######## block 1 ########
<file path="config.mk">
export PLATFORM = sky130hd
export DESIGN_NAME = cell_pos_reader_flat
export DESIGN_NICKNAME = d
export VERILOG_FILES = /design/src/rtl/cell_pos_reader_pkg.sv /design/src/rtl/cell_pos_reader_if.sv /design/src/rtl/cell_pos_fifo.sv /design/src/rtl/cell_pos_reader.sv /design/src/flat_wrapper.sv
export SDC_FILE = /design/constraint.sdc
export NUM_CORES = 1
export LEC_CHECK = 0
export CORE_MARGIN = 3
export CORE_UTILIZATION = 59
export DETAILED_ROUTE_END_ITERATION = 7
export GPL_TIMING_DRIVEN = 0
export PLACE_DENSITY = 0.86
export SYNTH_ARGS = -nofsm -noshare
export SYNTH_HDL_FRONTEND = slang
export SYNTH_SLANG_ARGS = --single-unit
</file>
<file path="constraint.sdc">
create_clock -name clock -period 3.58 [get_ports clock]
set_input_delay 0.537 -clock clock [delete_from_list [all_inputs] [get_ports clock]]
set_output_delay 0.537 -clock clock [all_outputs]
set_load 0.005 [all_outputs]
</file>
<file path="src/rtl/cell_pos_reader_pkg.sv">
// Shared constants, FSM state type and position-field helpers for the cell reader.
package cell_pos_reader_pkg;

   // Memory read latency; the in-flight pipe is sized from this.
   localparam int CPR_RD_LATENCY = 2;
   localparam int POS_W          = 32;

   typedef enum logic [2:0] {
      ST_IDLE,
      ST_HDR_REQ,
      ST_HDR_WAIT,
      ST_STREAM,
      ST_DRAIN,
      ST_DONE
   } cpr_state_t;

   // Word layout is {posz, posy, posx}, posx in the low bits.
   function automatic logic [POS_W-1:0] pos_x(input logic [3*POS_W-1:0] w);
      return w[POS_W-1:0];
   endfunction

   function automatic logic [POS_W-1:0] pos_y(input logic [3*POS_W-1:0] w);
      return w[2*POS_W-1:POS_W];
   endfunction

   function automatic logic [POS_W-1:0] pos_z(input logic [3*POS_W-1:0] w);
      return w[3*POS_W-1:2*POS_W];
   endfunction

endpackage

</file>
<file path="src/rtl/cell_pos_reader_if.sv">
// Memory read bus plus particle output stream of the cell position reader.
interface cell_pos_reader_if #(
   parameter int DATA_WIDTH = 96,
   parameter int ADDR_WIDTH = 8
);
   logic [ADDR_WIDTH-1:0] mem_address;
   logic                  mem_rden;
   logic                  mem_wren;
   logic [DATA_WIDTH-1:0] mem_data;
   logic [DATA_WIDTH-1:0] mem_q;

   logic                  out_valid;
   logic                  out_ready;
   logic [DATA_WIDTH-1:0] out_data;
   logic [ADDR_WIDTH-1:0] out_index;
   logic                  out_last;

   // Reader side: drives the memory and sources the stream.
   modport master (
      output mem_address, mem_rden, mem_wren, mem_data,
      input  mem_q,
      output out_valid, out_data, out_index, out_last,
      input  out_ready
   );

   // Memory / consumer side.
   modport slave (
      input  mem_address, mem_rden, mem_wren, mem_data,
      output mem_q,
      input  out_valid, out_data, out_index, out_last,
      output out_ready
   );
endinterface

</file>
<file path="src/rtl/cell_pos_fifo.sv">
// Small synchronous FIFO; head entry is read straight from flops (no write-through).
module cell_pos_fifo #(
   parameter int WIDTH = 8,
   parameter int DEPTH = 4
) (
   input  logic                       clock,
   input  logic                       rst_n,
   input  logic                       wr_en,
   input  logic [WIDTH-1:0]           wr_data,
   input  logic                       rd_en,
   output logic [WIDTH-1:0]           rd_data,
   output logic [$clog2(DEPTH+1)-1:0] count,
   output logic                       full,
   output logic                       empty
);
   localparam int PW = (DEPTH > 1) ? $clog2(DEPTH) : 1;
   localparam int CW = $clog2(DEPTH+1);

   logic [DEPTH-1:0][WIDTH-1:0] store;
   logic [PW-1:0]               wr_ptr, rd_ptr;
   logic                        wr_ok, rd_ok;

   // Write at full is legal only alongside a read, which frees the head slot.
   assign rd_ok   = rd_en && !empty;
   assign wr_ok   = wr_en && (!full || rd_ok);
   assign full    = (count == CW'(DEPTH));
   assign empty   = (count == '0);
   assign rd_data = store[rd_ptr];

   // Storage, pointers and occupancy.
   always_ff @(posedge clock or negedge rst_n) begin
      if (!rst_n) begin
         store  <= '0;
         wr_ptr <= '0;
         rd_ptr <= '0;
         count  <= '0;
      end else begin
         if (wr_ok) begin
            store[wr_ptr] <= wr_data;
            wr_ptr        <= (wr_ptr == PW'(DEPTH-1)) ? '0 : wr_ptr + PW'(1);
         end
         if (rd_ok)
            rd_ptr <= (rd_ptr == PW'(DEPTH-1)) ? '0 : rd_ptr + PW'(1);
         case ({wr_ok, rd_ok})
            2'b10:   count <= count + CW'(1);
            2'b01:   count <= count - CW'(1);
            default: count <= count;
         endcase
      end
   end
endmodule

</file>
<file path="src/rtl/cell_pos_reader.sv">
// Reads header + particle words from one cell memory and streams them out with
// credit-based flow control so no returning read is ever dropped.
module cell_pos_reader
   import cell_pos_reader_pkg::*;
#(
   parameter int DATA_WIDTH   = 96,
   parameter int ADDR_WIDTH   = 8,
   parameter int PARTICLE_NUM = 220,
   parameter int RD_LATENCY   = CPR_RD_LATENCY,
   parameter int FIFO_DEPTH   = 4
) (
   input  logic                  clock,
   input  logic                  rst_n,
   input  logic                  start,
   output logic                  busy,
   output logic                  done,
   output logic [ADDR_WIDTH-1:0] cell_count,
   output logic                  err_overflow,
   cell_pos_reader_if.master     bus
);
   localparam int CW = $clog2(FIFO_DEPTH+1);
   localparam int FW = DATA_WIDTH + ADDR_WIDTH + 1;
   localparam logic [ADDR_WIDTH-1:0] MAX_CNT = ADDR_WIDTH'(PARTICLE_NUM-1);

   cpr_state_t state, state_nxt;

   logic [ADDR_WIDTH-1:0] next_addr, addr_q, hdr_cnt;
   logic [RD_LATENCY:1]   vld_pipe, hdr_pipe, last_pipe;
   logic [RD_LATENCY:1][ADDR_WIDTH-1:0] idx_pipe;

   logic          issue_hdr, issue_pix, credit_ok, hdr_ret, pix_ret, drained;
   int            in_flight;
   logic          fifo_wr, fifo_rd, fifo_full, fifo_empty;
   logic [FW-1:0] fifo_wdata, fifo_rdata;
   logic [CW-1:0] fifo_count;

   assign hdr_cnt = bus.mem_q[ADDR_WIDTH-1:0];
   assign hdr_ret = (state == ST_HDR_WAIT) && vld_pipe[RD_LATENCY] && hdr_pipe[RD_LATENCY];
   assign pix_ret = vld_pipe[RD_LATENCY] && !hdr_pipe[RD_LATENCY];

   // Particle reads still travelling through the memory latency.
   always_comb begin
      in_flight = 0;
      for (int k = 1; k <= RD_LATENCY; k++)
         if (vld_pipe[k] && !hdr_pipe[k]) in_flight = in_flight + 1;
   end

   // Reserve a FIFO slot for every read before issuing it.
   assign credit_ok = !fifo_full && ((int'(fifo_count) + in_flight) < FIFO_DEPTH);

   // Finished once nothing is in flight and the final beat leaves this cycle.
   assign drained = (in_flight == 0) &&
                    (fifo_empty || (fifo_count == CW'(1) && fifo_rd));

   // State register.
   always_ff @(posedge clock or negedge rst_n) begin
      if (!rst_n) state <= ST_IDLE;
      else        state <= state_nxt;
   end

   // Next-state logic.
   always_comb begin
      state_nxt = state;
      case (state)
         ST_IDLE:     if (start) state_nxt = ST_HDR_REQ;
         ST_HDR_REQ:  state_nxt = ST_HDR_WAIT;
         ST_HDR_WAIT: if (hdr_ret) state_nxt = (hdr_cnt == '0) ? ST_DONE : ST_STREAM;
         ST_STREAM:   if (issue_pix && next_addr == cell_count) state_nxt = ST_DRAIN;
         ST_DRAIN:    if (drained) state_nxt = ST_DONE;
         ST_DONE:     state_nxt = ST_IDLE;
         default:     state_nxt = ST_IDLE;
      endcase
   end

   // FSM outputs and memory request; address holds its last value between reads.
   always_comb begin
      busy            = (state != ST_IDLE);
      done            = (state == ST_DONE);
      issue_hdr       = (state == ST_HDR_REQ);
      issue_pix       = (state == ST_STREAM) && credit_ok;
      bus.mem_rden    = issue_hdr || issue_pix;
      bus.mem_address = addr_q;
      if (issue_hdr)      bus.mem_address = '0;
      else if (issue_pix) bus.mem_address = next_addr;
   end

   assign bus.mem_wren = 1'b0;
   assign bus.mem_data = '0;

   // In-flight pipe: one {valid, header, index, last} entry per issued read.
   always_ff @(posedge clock or negedge rst_n) begin
      if (!rst_n) begin
         vld_pipe  <= '0;
         hdr_pipe  <= '0;
         last_pipe <= '0;
         idx_pipe  <= '0;
      end else begin
         vld_pipe[1]  <= bus.mem_rden;
         hdr_pipe[1]  <= issue_hdr;
         idx_pipe[1]  <= next_addr;
         last_pipe[1] <= issue_pix && (next_addr == cell_count);
         for (int k = 2; k <= RD_LATENCY; k++) begin
            vld_pipe[k]  <= vld_pipe[k-1];
            hdr_pipe[k]  <= hdr_pipe[k-1];
            idx_pipe[k]  <= idx_pipe[k-1];
            last_pipe[k] <= last_pipe[k-1];
         end
      end
   end

   // Header latch with clamp, read address counter and overflow flag.
   always_ff @(posedge clock or negedge rst_n) begin
      if (!rst_n) begin
         addr_q       <= '0;
         next_addr    <= '0;
         cell_count   <= '0;
         err_overflow <= 1'b0;
      end else begin
         if (bus.mem_rden) addr_q <= bus.mem_address;
         if (state == ST_IDLE && start) err_overflow <= 1'b0;
         if (hdr_ret) begin
            if (hdr_cnt > MAX_CNT) begin
               cell_count   <= MAX_CNT;
               err_overflow <= 1'b1;
            end else begin
               cell_count <= hdr_cnt;
            end
            next_addr <= ADDR_WIDTH'(1);
         end else if (issue_pix) begin
            next_addr <= next_addr + ADDR_WIDTH'(1);
         end
      end
   end

   assign fifo_wr    = pix_ret;
   assign fifo_wdata = {last_pipe[RD_LATENCY], idx_pipe[RD_LATENCY], bus.mem_q};
   assign fifo_rd    = bus.out_valid && bus.out_ready;

   cell_pos_fifo #(
      .WIDTH (FW),
      .DEPTH (FIFO_DEPTH)
   ) u_fifo (
      .clock   (clock),
      .rst_n   (rst_n),
      .wr_en   (fifo_wr),
      .wr_data (fifo_wdata),
      .rd_en   (fifo_rd),
      .rd_data (fifo_rdata),
      .count   (fifo_count),
      .full    (fifo_full),
      .empty   (fifo_empty)
   );

   assign bus.out_valid = !fifo_empty;
   assign {bus.out_last, bus.out_index, bus.out_data} = fifo_rdata;
endmodule

</file>
<file path="src/flat_wrapper.sv">
// flat-port wrapper written by rule: the top's interface ports become plain ports
module cell_pos_reader_flat import cell_pos_reader_pkg::*;
#(
   parameter int DATA_WIDTH   = 96,
   parameter int ADDR_WIDTH   = 8,
   parameter int PARTICLE_NUM = 220,
   parameter int RD_LATENCY   = CPR_RD_LATENCY,
   parameter int FIFO_DEPTH   = 4
)
  (clock, rst_n, start, busy, done, cell_count, err_overflow, bus_mem_address, bus_mem_rden, bus_mem_wren, bus_mem_data, bus_mem_q, bus_out_valid, bus_out_data, bus_out_index, bus_out_last, bus_out_ready);
  cell_pos_reader_if #(.DATA_WIDTH(DATA_WIDTH), .ADDR_WIDTH(ADDR_WIDTH)) bus_i ();
  input  logic clock;
  input  logic rst_n;
  input  logic start;
  output logic busy;
  output logic done;
  output logic [ADDR_WIDTH-1:0] cell_count;
  output logic err_overflow;
  output wire logic [$bits(bus_i.mem_address)-1:0] bus_mem_address;
  output wire logic [$bits(bus_i.mem_rden)-1:0] bus_mem_rden;
  output wire logic [$bits(bus_i.mem_wren)-1:0] bus_mem_wren;
  output wire logic [$bits(bus_i.mem_data)-1:0] bus_mem_data;
  input wire logic [$bits(bus_i.mem_q)-1:0] bus_mem_q;
  output wire logic [$bits(bus_i.out_valid)-1:0] bus_out_valid;
  output wire logic [$bits(bus_i.out_data)-1:0] bus_out_data;
  output wire logic [$bits(bus_i.out_index)-1:0] bus_out_index;
  output wire logic [$bits(bus_i.out_last)-1:0] bus_out_last;
  input wire logic [$bits(bus_i.out_ready)-1:0] bus_out_ready;
  assign bus_mem_address = bus_i.mem_address;
  assign bus_mem_rden = bus_i.mem_rden;
  assign bus_mem_wren = bus_i.mem_wren;
  assign bus_mem_data = bus_i.mem_data;
  assign bus_i.mem_q = bus_mem_q;
  assign bus_out_valid = bus_i.out_valid;
  assign bus_out_data = bus_i.out_data;
  assign bus_out_index = bus_i.out_index;
  assign bus_out_last = bus_i.out_last;
  assign bus_i.out_ready = bus_out_ready;
  cell_pos_reader #(.DATA_WIDTH(DATA_WIDTH), .ADDR_WIDTH(ADDR_WIDTH), .PARTICLE_NUM(PARTICLE_NUM), .RD_LATENCY(RD_LATENCY), .FIFO_DEPTH(FIFO_DEPTH)) u_core (.clock(clock), .rst_n(rst_n), .start(start), .busy(busy), .done(done), .cell_count(cell_count), .err_overflow(err_overflow), .bus(bus_i));
endmodule
</file>
######## block 2 ########
==> src/rtl/fiber_pkg.sv <==
// Shared definitions for the fiber cache bank and its request dispatcher.
package fiber_pkg;

   localparam logic [3:0] FETCH_REQ   = 4'b0001;
   localparam logic [3:0] READ_REQ    = 4'b0010;
   localparam logic [3:0] WRITE_REQ   = 4'b0100;
   localparam logic [3:0] CONSUME_REQ = 4'b1000;

   localparam int unsigned FIBER_DATA_W = 16;
   localparam int unsigned FIBER_ADDR_W = 64;

   typedef enum logic [1:0] {
      ST_IDLE = 2'd0,
      ST_SEND = 2'd1,
      ST_RECV = 2'd2,
      ST_RESP = 2'd3
   } fiber_state_e;

   // Canonical request layout at the default bank widths.
   typedef struct packed {
      logic [3:0]              req_type;
      logic [FIBER_ADDR_W-1:0] addr;
      logic [FIBER_DATA_W-1:0] data;
   } fiber_req_t;

   function automatic logic is_onehot4(input logic [3:0] t);
      return (t != 4'b0000) && ((t & (t - 4'd1)) == 4'b0000);
   endfunction

   function automatic logic is_send_type(input logic [3:0] t);
      return (t == FETCH_REQ) || (t == WRITE_REQ);
   endfunction

endpackage

==> src/rtl/fiber_req_fifo.sv <==
// In-order request FIFO; head entry is presented combinationally on rdata.
module fiber_req_fifo #(
   parameter int unsigned DEPTH = 4,
   parameter int unsigned WIDTH = 8
) (
   input  logic             clk,
   input  logic             rst,
   input  logic             push,
   input  logic [WIDTH-1:0] wdata,
   input  logic             pop,
   output logic [WIDTH-1:0] rdata,
   output logic             full,
   output logic             empty
);

   localparam int unsigned AW = $clog2(DEPTH);

   logic [WIDTH-1:0] mem [DEPTH];
   logic [AW-1:0]    wr_ptr;
   logic [AW-1:0]    rd_ptr;
   logic [AW:0]      count;
   logic             do_push;
   logic             do_pop;

   assign full    = (count == (AW+1)'(DEPTH));
   assign empty   = (count == '0);
   assign do_push = push && !full;
   assign do_pop  = pop && !empty;
   assign rdata   = mem[rd_ptr];

   always_ff @(posedge clk or posedge rst) begin
      if (rst) begin
         wr_ptr <= '0;
         rd_ptr <= '0;
         count  <= '0;
      end else begin
         if (do_push) wr_ptr <= wr_ptr + AW'(1);
         if (do_pop)  rd_ptr <= rd_ptr + AW'(1);
         case ({do_push, do_pop})
            2'b10:   count <= count + (AW+1)'(1);
            2'b01:   count <= count - (AW+1)'(1);
            default: count <= count;
         endcase
      end
   end

   always_ff @(posedge clk) begin
      if (do_push) mem[wr_ptr] <= wdata;
   end

endmodule

==> src/rtl/fiber_bank_dispatch.sv <==
// Queues requests for one fiber cache bank and issues them one at a time,
// driving the insert handshake or collecting read data into a response.
module fiber_bank_dispatch
   import fiber_pkg::*;
#(
   parameter int unsigned DATA_WIDTH = 16,
   parameter int unsigned ADDR_WIDTH = 64,
   parameter int unsigned DEPTH      = 4
) (
   input  logic                  i_clk,
   input  logic                  i_reset,
   input  logic                  i_req_valid,
   output logic                  o_req_ready,
   input  logic [3:0]            i_req_type,
   input  logic [ADDR_WIDTH-1:0] i_req_addr,
   input  logic [DATA_WIDTH-1:0] i_req_data,
   output logic [3:0]            o_bank_request_type,
   output logic [ADDR_WIDTH-1:0] o_bank_addr,
   output logic [DATA_WIDTH-1:0] o_bank_data,
   output logic                  o_bank_data_valid,
   input  logic                  i_bank_data_ready,
   input  logic [DATA_WIDTH-1:0] i_bank_rdata,
   input  logic                  i_bank_rdata_valid,
   output logic                  o_bank_rdata_ready,
   output logic                  o_rsp_valid,
   input  logic                  i_rsp_ready,
   output logic [3:0]            o_rsp_type,
   output logic [DATA_WIDTH-1:0] o_rsp_data,
   output logic [15:0]           o_illegal_count
);

   typedef struct packed {
      logic [3:0]            req_type;
      logic [ADDR_WIDTH-1:0] addr;
      logic [DATA_WIDTH-1:0] data;
   } req_t;

   req_t                  in_req;
   req_t                  head_req;
   req_t                  active_q;
   fiber_state_e          state_q;
   logic                  fifo_full;
   logic                  fifo_empty;
   logic                  req_fire;
   logic                  legal;
   logic                  push;
   logic                  pop;
   logic [DATA_WIDTH-1:0] rsp_data_q;
   logic [15:0]           illegal_q;

   assign o_req_ready = !fifo_full;
   assign req_fire    = i_req_valid && !fifo_full;
   assign legal       = is_onehot4(i_req_type);
   assign push        = req_fire && legal;
   assign pop         = (state_q == ST_IDLE) && !fifo_empty;
   assign in_req      = {i_req_type, i_req_addr, i_req_data};

   fiber_req_fifo #(
      .DEPTH (DEPTH),
      .WIDTH ($bits(req_t))
   ) u_fifo (
      .clk   (i_clk),
      .rst   (i_reset),
      .push  (push),
      .wdata (in_req),
      .pop   (pop),
      .rdata (head_req),
      .full  (fifo_full),
      .empty (fifo_empty)
   );

   always_ff @(posedge i_clk or posedge i_reset) begin
      if (i_reset) begin
         state_q    <= ST_IDLE;
         active_q   <= '0;
         rsp_data_q <= '0;
      end else begin
         case (state_q)
            ST_IDLE: if (!fifo_empty) begin
               active_q <= head_req;
               state_q  <= is_send_type(head_req.req_type) ? ST_SEND : ST_RECV;
            end
            ST_SEND: if (i_bank_data_ready) state_q <= ST_IDLE;
            ST_RECV: if (i_bank_rdata_valid) begin
               rsp_data_q <= i_bank_rdata;
               state_q    <= ST_RESP;
            end
            ST_RESP: if (i_rsp_ready) state_q <= ST_IDLE;
            default: state_q <= ST_IDLE;
         endcase
      end
   end

   // Illegal drops are counted independently of FIFO/FSM activity.
   always_ff @(posedge i_clk or posedge i_reset) begin
      if (i_reset) begin
         illegal_q <= '0;
      end else if (req_fire && !legal && (illegal_q != 16'hFFFF)) begin
         illegal_q <= illegal_q + 16'd1;
      end
   end

   assign o_bank_request_type = (state_q == ST_IDLE) ? 4'b0000 : active_q.req_type;
   assign o_bank_addr         = active_q.addr;
   assign o_bank_data         = active_q.data;
   assign o_bank_data_valid   = (state_q == ST_SEND);
   assign o_bank_rdata_ready  = (state_q == ST_RECV);
   assign o_rsp_valid         = (state_q == ST_RESP);
   assign o_rsp_type          = o_rsp_valid ? active_q.req_type : 4'b0000;
   assign o_rsp_data          = rsp_data_q;
   assign o_illegal_count     = illegal_q;

endmodule

==> config.mk <==
export PLATFORM = sky130hd
export DESIGN_NAME = fiber_bank_dispatch
export DESIGN_NICKNAME = d
export VERILOG_FILES = /design/src/rtl/fiber_pkg.sv /design/src/rtl/fiber_req_fifo.sv /design/src/rtl/fiber_bank_dispatch.sv
export SDC_FILE = /design/constraint.sdc
export NUM_CORES = 1
export LEC_CHECK = 0
export ABC_AREA = 1
export ABC_CLOCK_PERIOD_IN_PS = 15800
export CAP_MARGIN = 20
export CORE_MARGIN = 1
export CORE_UTILIZATION = 40
export DETAILED_ROUTE_END_ITERATION = 8
export PLACE_DENSITY_LB_ADDON = 0.25
export SLEW_MARGIN = 20
export SYNTH_ARGS = -nofsm -noshare
export SYNTH_HDL_FRONTEND = slang
export SYNTH_SLANG_ARGS = --single-unit
==> constraint.sdc <==
create_clock -name i_clk -period 15.8 [get_ports i_clk]
set_input_delay 3.16 -clock i_clk [delete_from_list [all_inputs] [get_ports i_clk]]
set_output_delay 3.16 -clock i_clk [all_outputs]
set_load 0.03 [all_outputs]
Block 1, close-up of the layout:
Region (80, 80) to (120, 120) µm. Cells in grey, sequential cells in the stronger grey; small squares are vias.
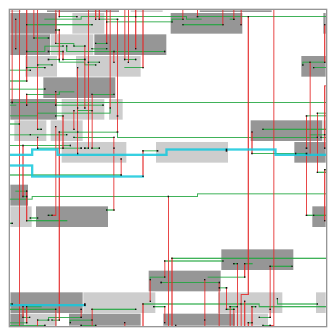
Cyan is metal 3. Red is metal 2. Green is metal 1.
Sequential cells in the window: 13. Netlist names of flops here include u_core.u_fifo.store (12), u_core.u_fifo.rd_ptr (1). Most frequent: dfrtp_1 (13), mux2_2 (6), mux4_2 (3). 27 logic cells have their middle in the window.

==> results.toml, block 1 <==
# yosys + openroad results
[status]
status = "finished clean"

[pwr]
power_leader = "combinational cells"
internal_power_uw = 17500

[final_timing]
hold_viol_final = 0

[route]
wl_per_cell_um = 21.8

[final_layout]
buffers = 410
nMultiInputCombCells = 787
top_register = "u_core.u_fifo.store"
fillers = 2242
layout_top_cell = "dfrtp_1"

[global_route]
grt.overflow.total = 0

[logic_synthesis]
simple_gate_area_share_pct = 2.16
top_logic_kind = "multiplexers"
synth_top_flop_cell = "dfrtp_1"
synth-compound-area-share_pct = 1.02

[critical_path]
slowest_delay_ns = 0.52
Block 2, close-up of the layout:
Region (89, 89) to (129, 129) µm. Cells in grey, sequential cells in the stronger grey; small squares are vias.
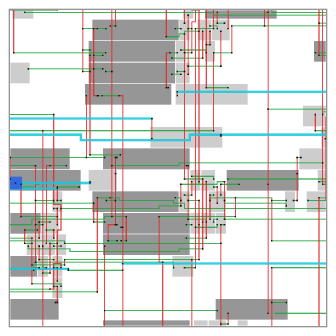
Red is metal 2. Green is metal 1. Cyan is metal 3. Blue is metal 5.
Sequential cells in the window: 13. 43 logic cells have their middle in the window. Most frequent: nor2_1 (13), edfxtp_1 (10), o21ai_0 (6). Netlist names of flops here include u_fifo.mem (10), o_bank_addr (2).

Block 2, signal wires on met3:
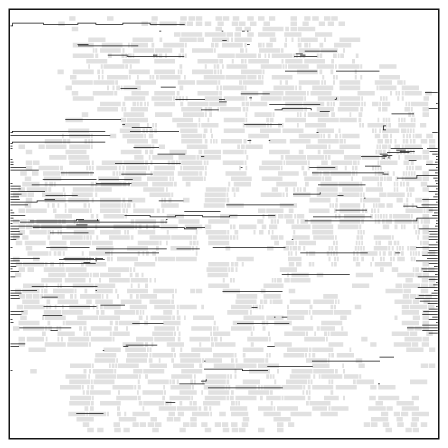
The layer holds 6.8% of the routed length. 184 nets have wire on it. The layer carries 2850 µm of wire. The longest straight run is 77.1 µm.
DRT Wirelength: 41800 µm
via count: 11600
met3 Use GR: 3.96%

==> results.toml, block 2 <==
# yosys + openroad results
[status]
status = "finished clean"

[hold_path]
hp-class = "flop to flop"
hold_path_end = "u_fifo.count[1]"

[route]
wl_met3_um = 2850

[logic_synthesis]
fp_nets = 1655
syn-cell-area_um2 = 18600
ys_sh_xor_pct = 0.752
largest_area_cell = "edfxtp_1"
simple_gate_area_share_pct = 12.3

[critical_path]
critPathLaunchType = "primary input"
crit_type = "primary input to flop"
crit_path_end_kind = "flop"
cp_slowest_cell = "buf_4"
worstReg2RegStart = "u_fifo.rd_ptr[0]"

[final_layout]
flop_area_um2 = 13200
layout-drive-gt1-share_pct = 7.67
design_area_um2 = 22500
mostFrequentLayoutCells = "nor2_1 (431), edfxtp_1 (336), clkdlybuf4s50_1 (229)"
diodes = 0
buffers = 243

[clock_tree]
root_buffer = "clkbuf_16"
path_clk_slew_ns = 0.06
cts_buffer_depth = 3

[die]
fp.dieW_um = 218

[pwr]
seq_power_uw = 1700

[placement]
placedCellCount = 2229

[global_route]
grt.total_usage_pct = 17.7
busiest_layer = "met2"

######## block 3 ########
Block 3, signal wires on met3:
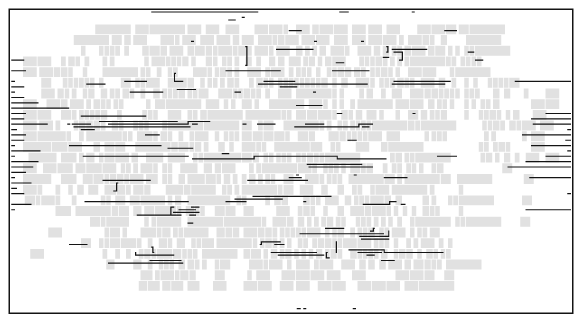

==> src/rtl/cpu_pkg.sv <==
// Shared CPU datapath constants used by the shared-port blocks.
package cpu_pkg;

  localparam int CPU_DATA_W = 32;

endpackage

==> src/rtl/rr_arbiter.sv <==
// Combinational round-robin arbiter: lowest request at or after ptr wins,
// wrapping from N-1 back to 0.
module rr_arbiter #(
  parameter int N     = 4,
  parameter int SEL_W = $clog2(N)
) (
  input  logic [N-1:0]     req,
  input  logic [SEL_W-1:0] ptr,
  output logic [N-1:0]     gnt_onehot,
  output logic [SEL_W-1:0] gnt_idx,
  output logic             gnt_any
);

  int idx;

  always_comb begin
    gnt_onehot = '0;
    gnt_idx    = '0;
    gnt_any    = 1'b0;
    idx        = 0;
    for (int k = 0; k < N; k++) begin
      idx = int'(ptr) + k;
      if (idx >= N) idx = idx - N;
      if (!gnt_any && req[idx]) begin
        gnt_any         = 1'b1;
        gnt_idx         = SEL_W'(idx);
        gnt_onehot[idx] = 1'b1;
      end
    end
  end

endmodule

==> src/rtl/rr_mux_nx1.sv <==
// N:1 registered multiplexer with valid/ready channels, round-robin
// arbitration and a fixed-select override.
module rr_mux_nx1
  import cpu_pkg::*;
#(
  parameter int WIDTH = CPU_DATA_W,
  parameter int N     = 4,
  parameter int SEL_W = $clog2(N)
) (
  input  logic               clk,
  input  logic               rst_n,
  input  logic [N*WIDTH-1:0] in_data,
  input  logic [N-1:0]       in_valid,
  output logic [N-1:0]       in_ready,
  input  logic               force_en,
  input  logic [SEL_W-1:0]   force_sel,
  output logic [WIDTH-1:0]   out_data,
  output logic [SEL_W-1:0]   out_sel,
  output logic               out_valid,
  input  logic               out_ready
);

  logic [SEL_W-1:0] ptr;
  logic [N-1:0]     arb_onehot;
  logic [SEL_W-1:0] arb_idx;
  logic             arb_any;

  logic             load_en;
  logic [N-1:0]     gnt_onehot;
  logic [SEL_W-1:0] gnt_idx;
  logic             gnt_any;
  logic [WIDTH-1:0] gnt_data;

  rr_arbiter #(.N(N), .SEL_W(SEL_W)) u_arb (
    .req        (in_valid),
    .ptr        (ptr),
    .gnt_onehot (arb_onehot),
    .gnt_idx    (arb_idx),
    .gnt_any    (arb_any)
  );

  assign load_en = !out_valid || out_ready;

  // Force mode bypasses the arbiter; an out-of-range force_sel matches nothing.
  always_comb begin
    gnt_onehot = arb_onehot;
    gnt_idx    = arb_idx;
    gnt_any    = arb_any;
    if (force_en) begin
      gnt_onehot = '0;
      gnt_idx    = '0;
      gnt_any    = 1'b0;
      for (int i = 0; i < N; i++) begin
        if (force_sel == SEL_W'(i) && in_valid[i]) begin
          gnt_onehot[i] = 1'b1;
          gnt_idx       = SEL_W'(i);
          gnt_any       = 1'b1;
        end
      end
    end
  end

  always_comb begin
    gnt_data = '0;
    for (int i = 0; i < N; i++) begin
      if (gnt_onehot[i]) gnt_data = in_data[i*WIDTH +: WIDTH];
    end
  end

  assign in_ready = (rst_n && load_en) ? gnt_onehot : '0;

  always_ff @(posedge clk or negedge rst_n) begin
    if (!rst_n) begin
      out_valid <= 1'b0;
      out_data  <= '0;
      out_sel   <= '0;
      ptr       <= '0;
    end else if (load_en) begin
      out_valid <= gnt_any;
      if (gnt_any) begin
        out_data <= gnt_data;
        out_sel  <= gnt_idx;
        if (!force_en) begin
          ptr <= (gnt_idx == SEL_W'(N-1)) ? '0 : gnt_idx + 1'b1;
        end
      end
    end
  end

endmodule

==> config.mk <==
export PLATFORM = sky130hd
export DESIGN_NAME = rr_mux_nx1
export DESIGN_NICKNAME = d
export VERILOG_FILES = /design/src/rtl/cpu_pkg.sv /design/src/rtl/rr_arbiter.sv /design/src/rtl/rr_mux_nx1.sv
export SDC_FILE = /design/constraint.sdc
export NUM_CORES = 1
export LEC_CHECK = 0
export ABC_AREA = 1
export CORE_AREA = 3 3 140 74
export DETAILED_ROUTE_END_ITERATION = 6
export DIE_AREA = 0 0 143 77
export PLACE_DENSITY = 0.89
export SKIP_LAST_GASP = 1
export SLEW_MARGIN = 20
export SYNTH_ARGS = -nofsm -noshare
export SYNTH_HDL_FRONTEND = slang
export SYNTH_SLANG_ARGS = --single-unit
==> constraint.sdc <==
create_clock -name clk -period 2.9 [get_ports clk]
set_clock_uncertainty 0.15 [all_clocks]
set_input_delay 0.58 -clock clk [delete_from_list [all_inputs] [get_ports clk]]
set_output_delay 0.58 -clock clk [all_outputs]
set_load 0.1 [all_outputs]
######## block 4 ########
===== src/rtl/snake_tick_ctrl_pkg.sv =====
// Shared definitions for the snake game-speed controller: state encodings and default
// period constants, also used by the snake movement FSM.
package snake_tick_ctrl_pkg;

   localparam int unsigned PeriodW = 20;

   typedef enum logic [1:0] {
      StIdle  = 2'd0,
      StRun   = 2'd1,
      StPause = 2'd2,
      StOver  = 2'd3
   } state_e;

   localparam logic [PeriodW-1:0] DefBasePeriod   = 20'd500000;
   localparam logic [PeriodW-1:0] DefStep         = 20'd40000;
   localparam logic [PeriodW-1:0] DefMinPeriod    = 20'd100000;
   localparam int unsigned        DefFoodPerLevel = 4;
   localparam int unsigned        DefLevelW       = 4;
   localparam int unsigned        DefMaxLevel     = 10;

endpackage


===== src/rtl/snake_tick_ctrl_edge_pulse.sv =====
// One-cycle pulse on the rising edge of an already-synchronised level input.
module snake_tick_ctrl_edge_pulse (
   input  logic i_clk,
   input  logic i_rst,
   input  logic i_level,
   output logic o_pulse
);

   logic r_prev;

   always_ff @(posedge i_clk or posedge i_rst) begin
      if (i_rst) begin
         r_prev <= 1'b0;
      end else begin
         r_prev <= i_level;
      end
   end

   assign o_pulse = i_level & ~r_prev;

endmodule


===== src/rtl/snake_tick_ctrl.sv =====
// Game-speed controller: drives the period counter's max/en, emits move_tick once per period
// and shortens the period as the level rises.
module snake_tick_ctrl
   import snake_tick_ctrl_pkg::*;
#(
   parameter logic [PeriodW-1:0] BASE_PERIOD    = DefBasePeriod,
   parameter logic [PeriodW-1:0] STEP           = DefStep,
   parameter logic [PeriodW-1:0] MIN_PERIOD     = DefMinPeriod,
   parameter int unsigned        FOOD_PER_LEVEL = DefFoodPerLevel,
   parameter int unsigned        LEVEL_W        = DefLevelW,
   parameter int unsigned        MAX_LEVEL      = DefMaxLevel
) (
   input  logic               i_clock,
   input  logic               i_reset,
   input  logic [PeriodW-1:0] i_count,
   input  logic               i_start_btn,
   input  logic               i_pause_btn,
   input  logic               i_food_eaten,
   input  logic               i_collision,
   output logic [PeriodW-1:0] o_max,
   output logic               o_en,
   output logic               o_move_tick,
   output logic [LEVEL_W-1:0] o_level,
   output logic [1:0]         o_state
);

   localparam int unsigned FoodW = (FOOD_PER_LEVEL > 1) ? $clog2(FOOD_PER_LEVEL) : 1;
   localparam int unsigned CalcW = PeriodW + LEVEL_W;

   state_e             r_state, w_state_next;
   logic               w_start_edge, w_pause_edge;
   logic               r_en, r_tick, w_en_next, w_tick_next;
   logic [FoodW-1:0]   r_food;
   logic [LEVEL_W-1:0] r_level;
   logic [PeriodW-1:0] r_max, w_max_last, w_target;
   logic               r_pending, r_armed;
   logic               w_food_ok, w_food_wrap, w_level_up, w_restart, w_max_update;
   logic [CalcW-1:0]   w_reduction, w_diff;

   snake_tick_ctrl_edge_pulse u_start_edge (
      .i_clk   (i_clock),
      .i_rst   (i_reset),
      .i_level (i_start_btn),
      .o_pulse (w_start_edge)
   );

   snake_tick_ctrl_edge_pulse u_pause_edge (
      .i_clk   (i_clock),
      .i_rst   (i_reset),
      .i_level (i_pause_btn),
      .o_pulse (w_pause_edge)
   );

   always_ff @(posedge i_clock or posedge i_reset) begin
      if (i_reset) begin
         r_state <= StIdle;
      end else begin
         r_state <= w_state_next;
      end
   end

   always_comb begin
      w_state_next = r_state;
      case (r_state)
         StIdle:  if (w_start_edge) w_state_next = StRun;
         StRun: begin
            if (i_collision) begin
               w_state_next = StOver;
            end else if (w_pause_edge) begin
               w_state_next = StPause;
            end
         end
         StPause: if (w_pause_edge) w_state_next = StRun;
         StOver:  if (w_start_edge) w_state_next = StIdle;
         default: w_state_next = StIdle;
      endcase
   end

   // Tick is gated by the next state so it never appears outside RUN.
   always_comb begin
      w_en_next   = (w_state_next == StRun);
      w_tick_next = (r_state == StRun) && r_en && (i_count == w_max_last)
                    && (w_state_next == StRun);
   end

   assign w_max_last = r_max - PeriodW'(1);

   // Collision beats pause beats food within a RUN cycle.
   assign w_food_ok    = (r_state == StRun) && i_food_eaten && !i_collision && !w_pause_edge;
   assign w_food_wrap  = w_food_ok && (r_food == FoodW'(FOOD_PER_LEVEL - 1));
   assign w_level_up   = w_food_wrap && (r_level < LEVEL_W'(MAX_LEVEL));
   assign w_restart    = (r_state == StOver) && w_start_edge;
   assign w_max_update = r_pending && (r_tick || r_armed) && (i_count == '0);

   // Widened arithmetic so a reduction beyond BASE_PERIOD clamps instead of wrapping.
   assign w_reduction = CalcW'(r_level) * CalcW'(STEP);
   assign w_diff      = CalcW'(BASE_PERIOD) - w_reduction;
   assign w_target    = ((w_reduction > CalcW'(BASE_PERIOD)) || (w_diff < CalcW'(MIN_PERIOD)))
                        ? MIN_PERIOD : w_diff[PeriodW-1:0];

   always_ff @(posedge i_clock or posedge i_reset) begin
      if (i_reset) begin
         r_en      <= 1'b0;
         r_tick    <= 1'b0;
         r_food    <= '0;
         r_level   <= '0;
         r_max     <= BASE_PERIOD;
         r_pending <= 1'b0;
         r_armed   <= 1'b0;
      end else begin
         r_en   <= w_en_next;
         r_tick <= w_tick_next;
         if (w_restart) begin
            r_food    <= '0;
            r_level   <= '0;
            r_max     <= BASE_PERIOD;
            r_pending <= 1'b0;
            r_armed   <= 1'b0;
         end else begin
            if (w_food_ok) begin
               r_food <= w_food_wrap ? '0 : r_food + 1'b1;
            end
            if (w_level_up) begin
               r_level <= r_level + 1'b1;
            end
            // max only moves at the end of a count==0 cycle, so a period never sees two values.
            if (w_max_update) begin
               r_max   <= w_target;
               r_armed <= 1'b0;
            end else if (r_tick && r_pending) begin
               r_armed <= 1'b1;
            end
            if (w_level_up) begin
               r_pending <= 1'b1;
            end else if (w_max_update) begin
               r_pending <= 1'b0;
            end
         end
      end
   end

   assign o_max       = r_max;
   assign o_en        = r_en;
   assign o_move_tick = r_tick;
   assign o_level     = r_level;
   assign o_state     = r_state;

endmodule


===== config.mk =====
export PLATFORM = sky130hd
export DESIGN_NAME = snake_tick_ctrl
export DESIGN_NICKNAME = d
export VERILOG_FILES = /design/src/rtl/snake_tick_ctrl_pkg.sv /design/src/rtl/snake_tick_ctrl_edge_pulse.sv /design/src/rtl/snake_tick_ctrl.sv
export SDC_FILE = /design/constraint.sdc
export NUM_CORES = 1
export LEC_CHECK = 0
export CAP_MARGIN = 0
export CORE_AREA = 2 2 71 73
export CTS_CLUSTER_DIAMETER = 60
export DETAILED_ROUTE_END_ITERATION = 12
export DIE_AREA = 0 0 73 75
export GPL_TIMING_DRIVEN = 0
export PLACE_DENSITY = 0.85
export RECOVER_POWER = 50
export SLEW_MARGIN = 20
export SYNTH_ARGS = -nofsm -noshare
export SYNTH_HDL_FRONTEND = slang
export SYNTH_SLANG_ARGS = --single-unit

===== constraint.sdc =====
create_clock -name i_clock -period 5.19 [get_ports i_clock]
set_input_delay 1.038 -clock i_clock [delete_from_list [all_inputs] [get_ports i_clock]]
set_output_delay 1.038 -clock i_clock [all_outputs]
set_load 0.05 [all_outputs]

######## block 5 ########
### src/rtl/writeback_queue.sv
// writeback_queue
//   Small FIFO that merges ALU and load results into a single register-file
//   write port. ALU has priority; both sources may enqueue on the same edge
//   (ALU entry first). One entry is popped per cycle onto the registered
//   write port. Combinational hazard lookup against the queued entries.
// Ports
//   clock, reset                    : single clock, synchronous active-high reset
//   alu_valid/alu_reg/alu_data      : ALU result offer; alu_ready accepts
//   load_valid/load_reg/load_data   : load result offer; load_ready accepts
//   query_reg_1/2 -> hazard_1/2     : decode-stage pending-write check
//   write_reg/write_data/write_enable : registered register-file write port
//   count                           : occupied FIFO entries
module writeback_queue #(
    parameter int DEPTH = 4
) (
    input  logic                     clock,
    input  logic                     reset,
    input  logic                     alu_valid,
    input  logic [4:0]               alu_reg,
    input  logic [31:0]              alu_data,
    output logic                     alu_ready,
    input  logic                     load_valid,
    input  logic [4:0]               load_reg,
    input  logic [31:0]              load_data,
    output logic                     load_ready,
    input  logic [4:0]               query_reg_1,
    input  logic [4:0]               query_reg_2,
    output logic                     hazard_1,
    output logic                     hazard_2,
    output logic [4:0]               write_reg,
    output logic [31:0]              write_data,
    output logic                     write_enable,
    output logic [$clog2(DEPTH):0]   count
);
    localparam int AW = $clog2(DEPTH);
    localparam int CW = AW + 1;

    logic [AW-1:0] rd_ptr_q, rd_ptr_d;
    logic [AW-1:0] wr_ptr_q, wr_ptr_d;
    logic [CW-1:0] count_q, count_d;
    logic          we_q, we_d;
    logic [4:0]    wreg_q, wreg_d;
    logic [31:0]   wdata_q, wdata_d;
    logic [4:0]    mem_reg_q  [DEPTH];
    logic [4:0]    mem_reg_d  [DEPTH];
    logic [31:0]   mem_data_q [DEPTH];
    logic [31:0]   mem_data_d [DEPTH];

    logic [CW-1:0] free;
    logic          alu_enq, load_enq, pop;
    logic [AW-1:0] ld_slot;
    logic [DEPTH-1:0] occ;

    // Readiness looks only at the registered count, so a same-cycle pop
    // never feeds back into the handshake.
    always_comb begin
        free       = CW'(DEPTH) - count_q;
        alu_ready  = (free != '0);
        load_ready = (free >= CW'(2)) || ((free != '0) && !alu_valid);
    end

    always_comb begin
        // Register 0 writes are accepted but dropped.
        alu_enq  = alu_valid  && alu_ready  && (alu_reg  != 5'd0);
        load_enq = load_valid && load_ready && (load_reg != 5'd0);
        pop      = (count_q != '0);

        rd_ptr_d   = rd_ptr_q;
        we_d       = 1'b0;
        wreg_d     = wreg_q;
        wdata_d    = wdata_q;
        mem_reg_d  = mem_reg_q;
        mem_data_d = mem_data_q;

        if (pop) begin
            we_d     = 1'b1;
            wreg_d   = mem_reg_q[rd_ptr_q];
            wdata_d  = mem_data_q[rd_ptr_q];
            rd_ptr_d = rd_ptr_q + AW'(1);
        end

        // Load lands behind the ALU entry when both enqueue this edge.
        ld_slot = wr_ptr_q + AW'(alu_enq);
        if (alu_enq) begin
            mem_reg_d[wr_ptr_q]  = alu_reg;
            mem_data_d[wr_ptr_q] = alu_data;
        end
        if (load_enq) begin
            mem_reg_d[ld_slot]  = load_reg;
            mem_data_d[ld_slot] = load_data;
        end

        wr_ptr_d = wr_ptr_q + AW'(alu_enq) + AW'(load_enq);
        count_d  = count_q + CW'(alu_enq) + CW'(load_enq) - CW'(pop);
    end

    // An entry is live when its distance from the head is below count.
    // The entry already on the write port has left the FIFO, so it never
    // raises a hazard (the register file commits it on the negedge).
    always_comb begin
        for (int i = 0; i < DEPTH; i++) begin
            logic [AW-1:0] off;
            off    = AW'(i) - rd_ptr_q;
            occ[i] = ({1'b0, off} < count_q);
        end
    end

    always_comb begin
        hazard_1 = 1'b0;
        hazard_2 = 1'b0;
        for (int i = 0; i < DEPTH; i++) begin
            if (occ[i] && (mem_reg_q[i] == query_reg_1)) hazard_1 = 1'b1;
            if (occ[i] && (mem_reg_q[i] == query_reg_2)) hazard_2 = 1'b1;
        end
        if (query_reg_1 == 5'd0) hazard_1 = 1'b0;
        if (query_reg_2 == 5'd0) hazard_2 = 1'b0;
    end

    always_ff @(posedge clock) begin
        if (reset) begin
            rd_ptr_q <= '0;
            wr_ptr_q <= '0;
            count_q  <= '0;
            we_q     <= 1'b0;
            wreg_q   <= 5'd0;
            wdata_q  <= 32'd0;
        end else begin
            rd_ptr_q <= rd_ptr_d;
            wr_ptr_q <= wr_ptr_d;
            count_q  <= count_d;
            we_q     <= we_d;
            wreg_q   <= wreg_d;
            wdata_q  <= wdata_d;
        end
    end

    // Storage needs no reset: occupancy is tracked by count and pointers.
    always_ff @(posedge clock) begin
        mem_reg_q  <= mem_reg_d;
        mem_data_q <= mem_data_d;
    end

    assign write_enable = we_q;
    assign write_reg    = wreg_q;
    assign write_data   = wdata_q;
    assign count        = count_q;

endmodule

### config.mk
export PLATFORM = sky130hd
export DESIGN_NAME = writeback_queue
export DESIGN_NICKNAME = d
export VERILOG_FILES = /design/src/rtl/writeback_queue.sv
export SDC_FILE = /design/constraint.sdc
export NUM_CORES = 1
export LEC_CHECK = 0
export ABC_AREA = 1
export CAP_MARGIN = 20
export CORE_MARGIN = 2
export CORE_UTILIZATION = 51
export CTS_BUF_LIST = sky130_fd_sc_hd__clkbuf_16
export DETAILED_ROUTE_END_ITERATION = 10
export PLACE_DENSITY = 0.77
export SLEW_MARGIN = 25
export SYNTH_ARGS = -nofsm -noshare
export SYNTH_HDL_FRONTEND = slang
export SYNTH_SLANG_ARGS = --single-unit
### constraint.sdc
create_clock -name clock -period 3.3 [get_ports clock]
set_input_delay 0.33 -clock clock [delete_from_list [all_inputs] [get_ports clock]]
set_output_delay 0.33 -clock clock [all_outputs]
set_load 0.1 [all_outputs]
Block 4, wire density map:
Scale bar: 20 µm. 15 x 15 tiles, from white (low) to dark blue (high), scaled to the fullest tile. Values are wire area over tile area, all layers added.
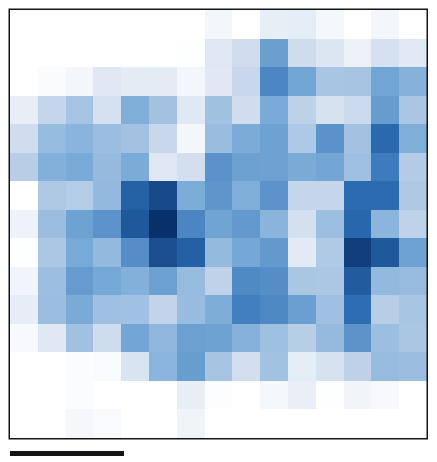
The densest ninth of the die: centre. The fullest tile reaches 0.51. 23% of the tiles are over half the peak. 20% of the tiles are nearly empty. The mean over all tiles is 0.16.
via count: 2025
Tot GR Track Use: 20.3%
DRT Wirelength: 5430 µm

==> results.toml, block 4 <==
# yosys + openroad results
[final_layout]
comb_area_um2 = 1470
largest_class = "multi-input combinational cells"
buffers = 61
flop_area_um2 = 708
mostFrequentLayoutCells = "clkdlybuf4s50_1 (38), nor2_1 (30), dfrtp_1 (22)"

[die]
io_pins = 54
num_rows = 25

[logic_synthesis]
synth_top_flop_cell = "dfrtp_1"
synth_area_per_cell_um2 = 8.90
synth-compound-area-share_pct = 14.9

[critical_path]
path_max_fanout = 10
cp-endpoint = "o_max[14]"
cp_num_buf_inv = 4

[status]
status = "finished clean"

[hold_path]
hp-start = "r_food[1]"

[final_timing]
worstMarginPinSlew_ns = 1.03
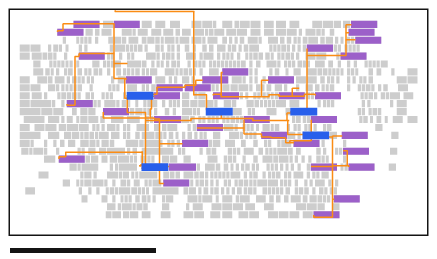
Block 3: clock wires, drivers and flops
Scale bar: 50 µm.
Purple is flip-flops, count 37. Blue is clock drivers, count 5. Orange is clock wires, length 626 µm.
Position of the flops: spread over the die. There are 6 routed clock nets.
Skew-Pair Late Insertion Delay: 0.28 ns
Clk network pwr share: 9.9%

## Picture notes: 'signal wires on met3' of block 3
The wires run mostly horizontal. The layer holds 6.9% of the routed length. The layer carries 999 µm of wire. 104 nets have wire on it.
DRT Wirelength: 14600 µm
met3 Use GR: 4.74%

==> results.toml, block 3 <==
# yosys + openroad results
[status]
status = "finished clean"

[final_layout]
diodes = 0
layout_top_cell = "nand2_1"

[die]
taps = 121
io_pins = 177

[clock_tree]
ctsHoldBuffers = 0
cts_sinks = 37
numCtsBuffers = 5

[global_route]
grt.total_usage_pct = 26.1
grt_use_met1_pct = 32.8

[critical_path]
crit_type = "flop to primary output"

[pwr]
p_seq_share_pct = 13.9
p_total_uw = 6650

[logic_synthesis]
simple_gate_area_share_pct = 48.6
fp_nets = 857
ys_area_um2 = 3930

[final_timing]
finalSetupTns_ns = 0
relSlewSlack_pct = 66.3
finalCriticalPeriod_ns = 2.85

[hold_path]
hp-class = "primary input to async pin"
Block 5, signal wires on met3:
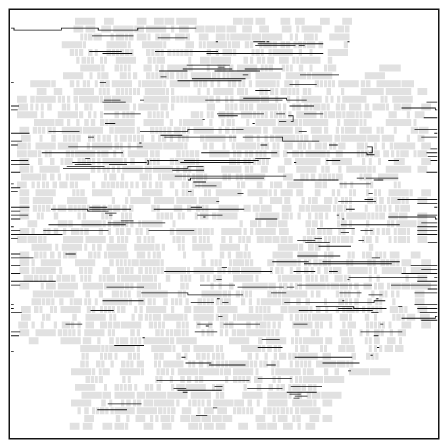
The wires run mostly horizontal. The layer holds 7.4% of the routed length. The longest straight run is 43.5 µm. 156 nets have wire on it.
via count: 11100
DRT Wirelength: 31600 µm
met3 Use GR: 4.33%

==> results.toml, block 5 <==
# yosys + openroad results
[status]
status = "finished clean"

[critical_path]
cp-endpoint = "hazard_2"
worst-r2r-setup-slack_ns = 0.34
cp_slowest_cell = "dfxtp_1"
r2r-end = "count[2]"

[route]
dr_wl_met2_um = 14900
drt_iter0_drc = 1048
antenna_left = 0

[placement]
post_dp_cell_area_um2 = 12300

[logic_synthesis]
synth_top_flop_cell = "dfxtp_1"
synth.cells.most_frequent = "nand2_1 (716), dfxtp_1 (193), o21ai_0 (190)"
largest_area_cell = "dfxtp_1"
syn-cell-area_um2 = 10800

[pwr]
p_seq_share_pct = 29.3

[die]
io_pins = 133
chip_area_um2 = 22300

[final_timing]
relSlewSlack_pct = 33.8
fmax_mhz = 332
min_period_over_period_pct = 91.3

[final_layout]
area_growth_pct = 18.6
final_cells = 2032

[clock_tree]
path_clk_slew_ns = 0.08
ctsHoldBuffers = 0
cts_buffer_depth = 2

[global_route]
grt.total_usage_pct = 28.3
met2_usage_pct = 47.3
grt_max_degree = 136
grt_use_met1_pct = 36.9
grt_pass1_vias = 10200

==> screenshots <==
Close-up of the layout.
(a)
Region (52, 18) to (92, 58) µm. Cells in grey, sequential cells in the stronger grey; small squares are vias.
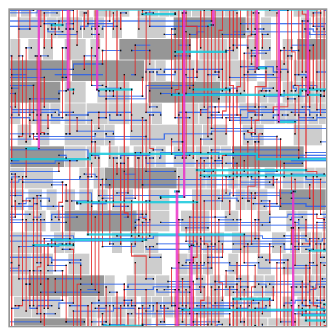
(b)
Region (55, 55) to (95, 95) µm. Cells in grey, sequential cells in the stronger grey; small squares are vias.
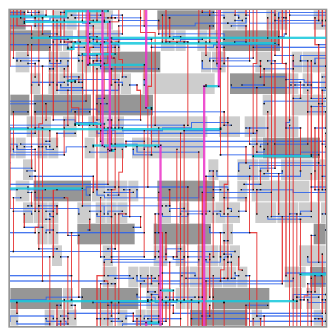
(c)
Region (16, 18) to (56, 58) µm. Cells in grey, sequential cells in the stronger grey; small squares are vias.
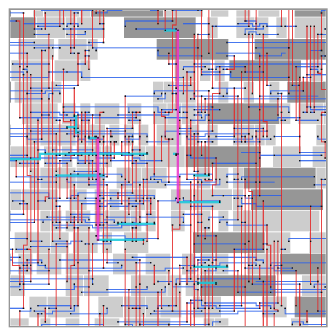
block 4 -> (c)
block 3 -> (a)
block 5 -> (b)



==> gallery <==
Clock wires, drivers and flops.
image #1
Scale bar: 50 µm.
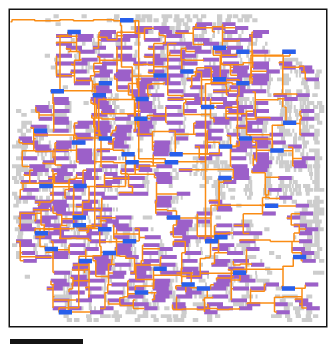
image #2
Scale bar: 50 µm.
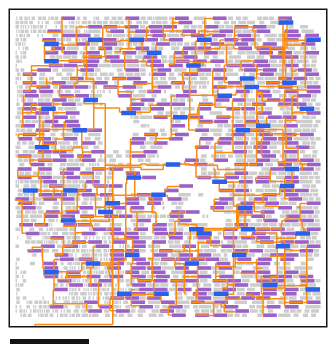
image #3
Scale bar: 20 µm.
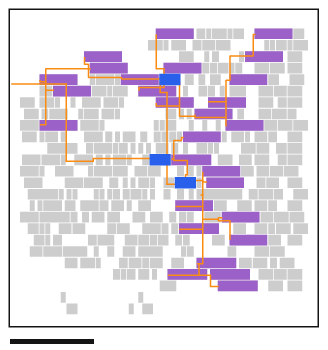
image #4
Scale bar: 50 µm.
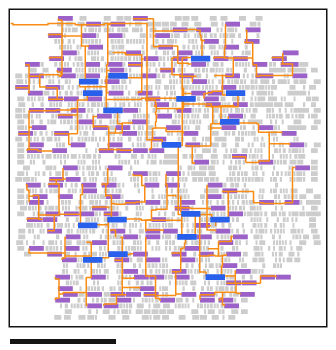
image #1: block 2
image #3: block 4
image #4: block 5
image #2: block 1
The one with the largest die is image #1.

Power and IR drop assume default switching activity.
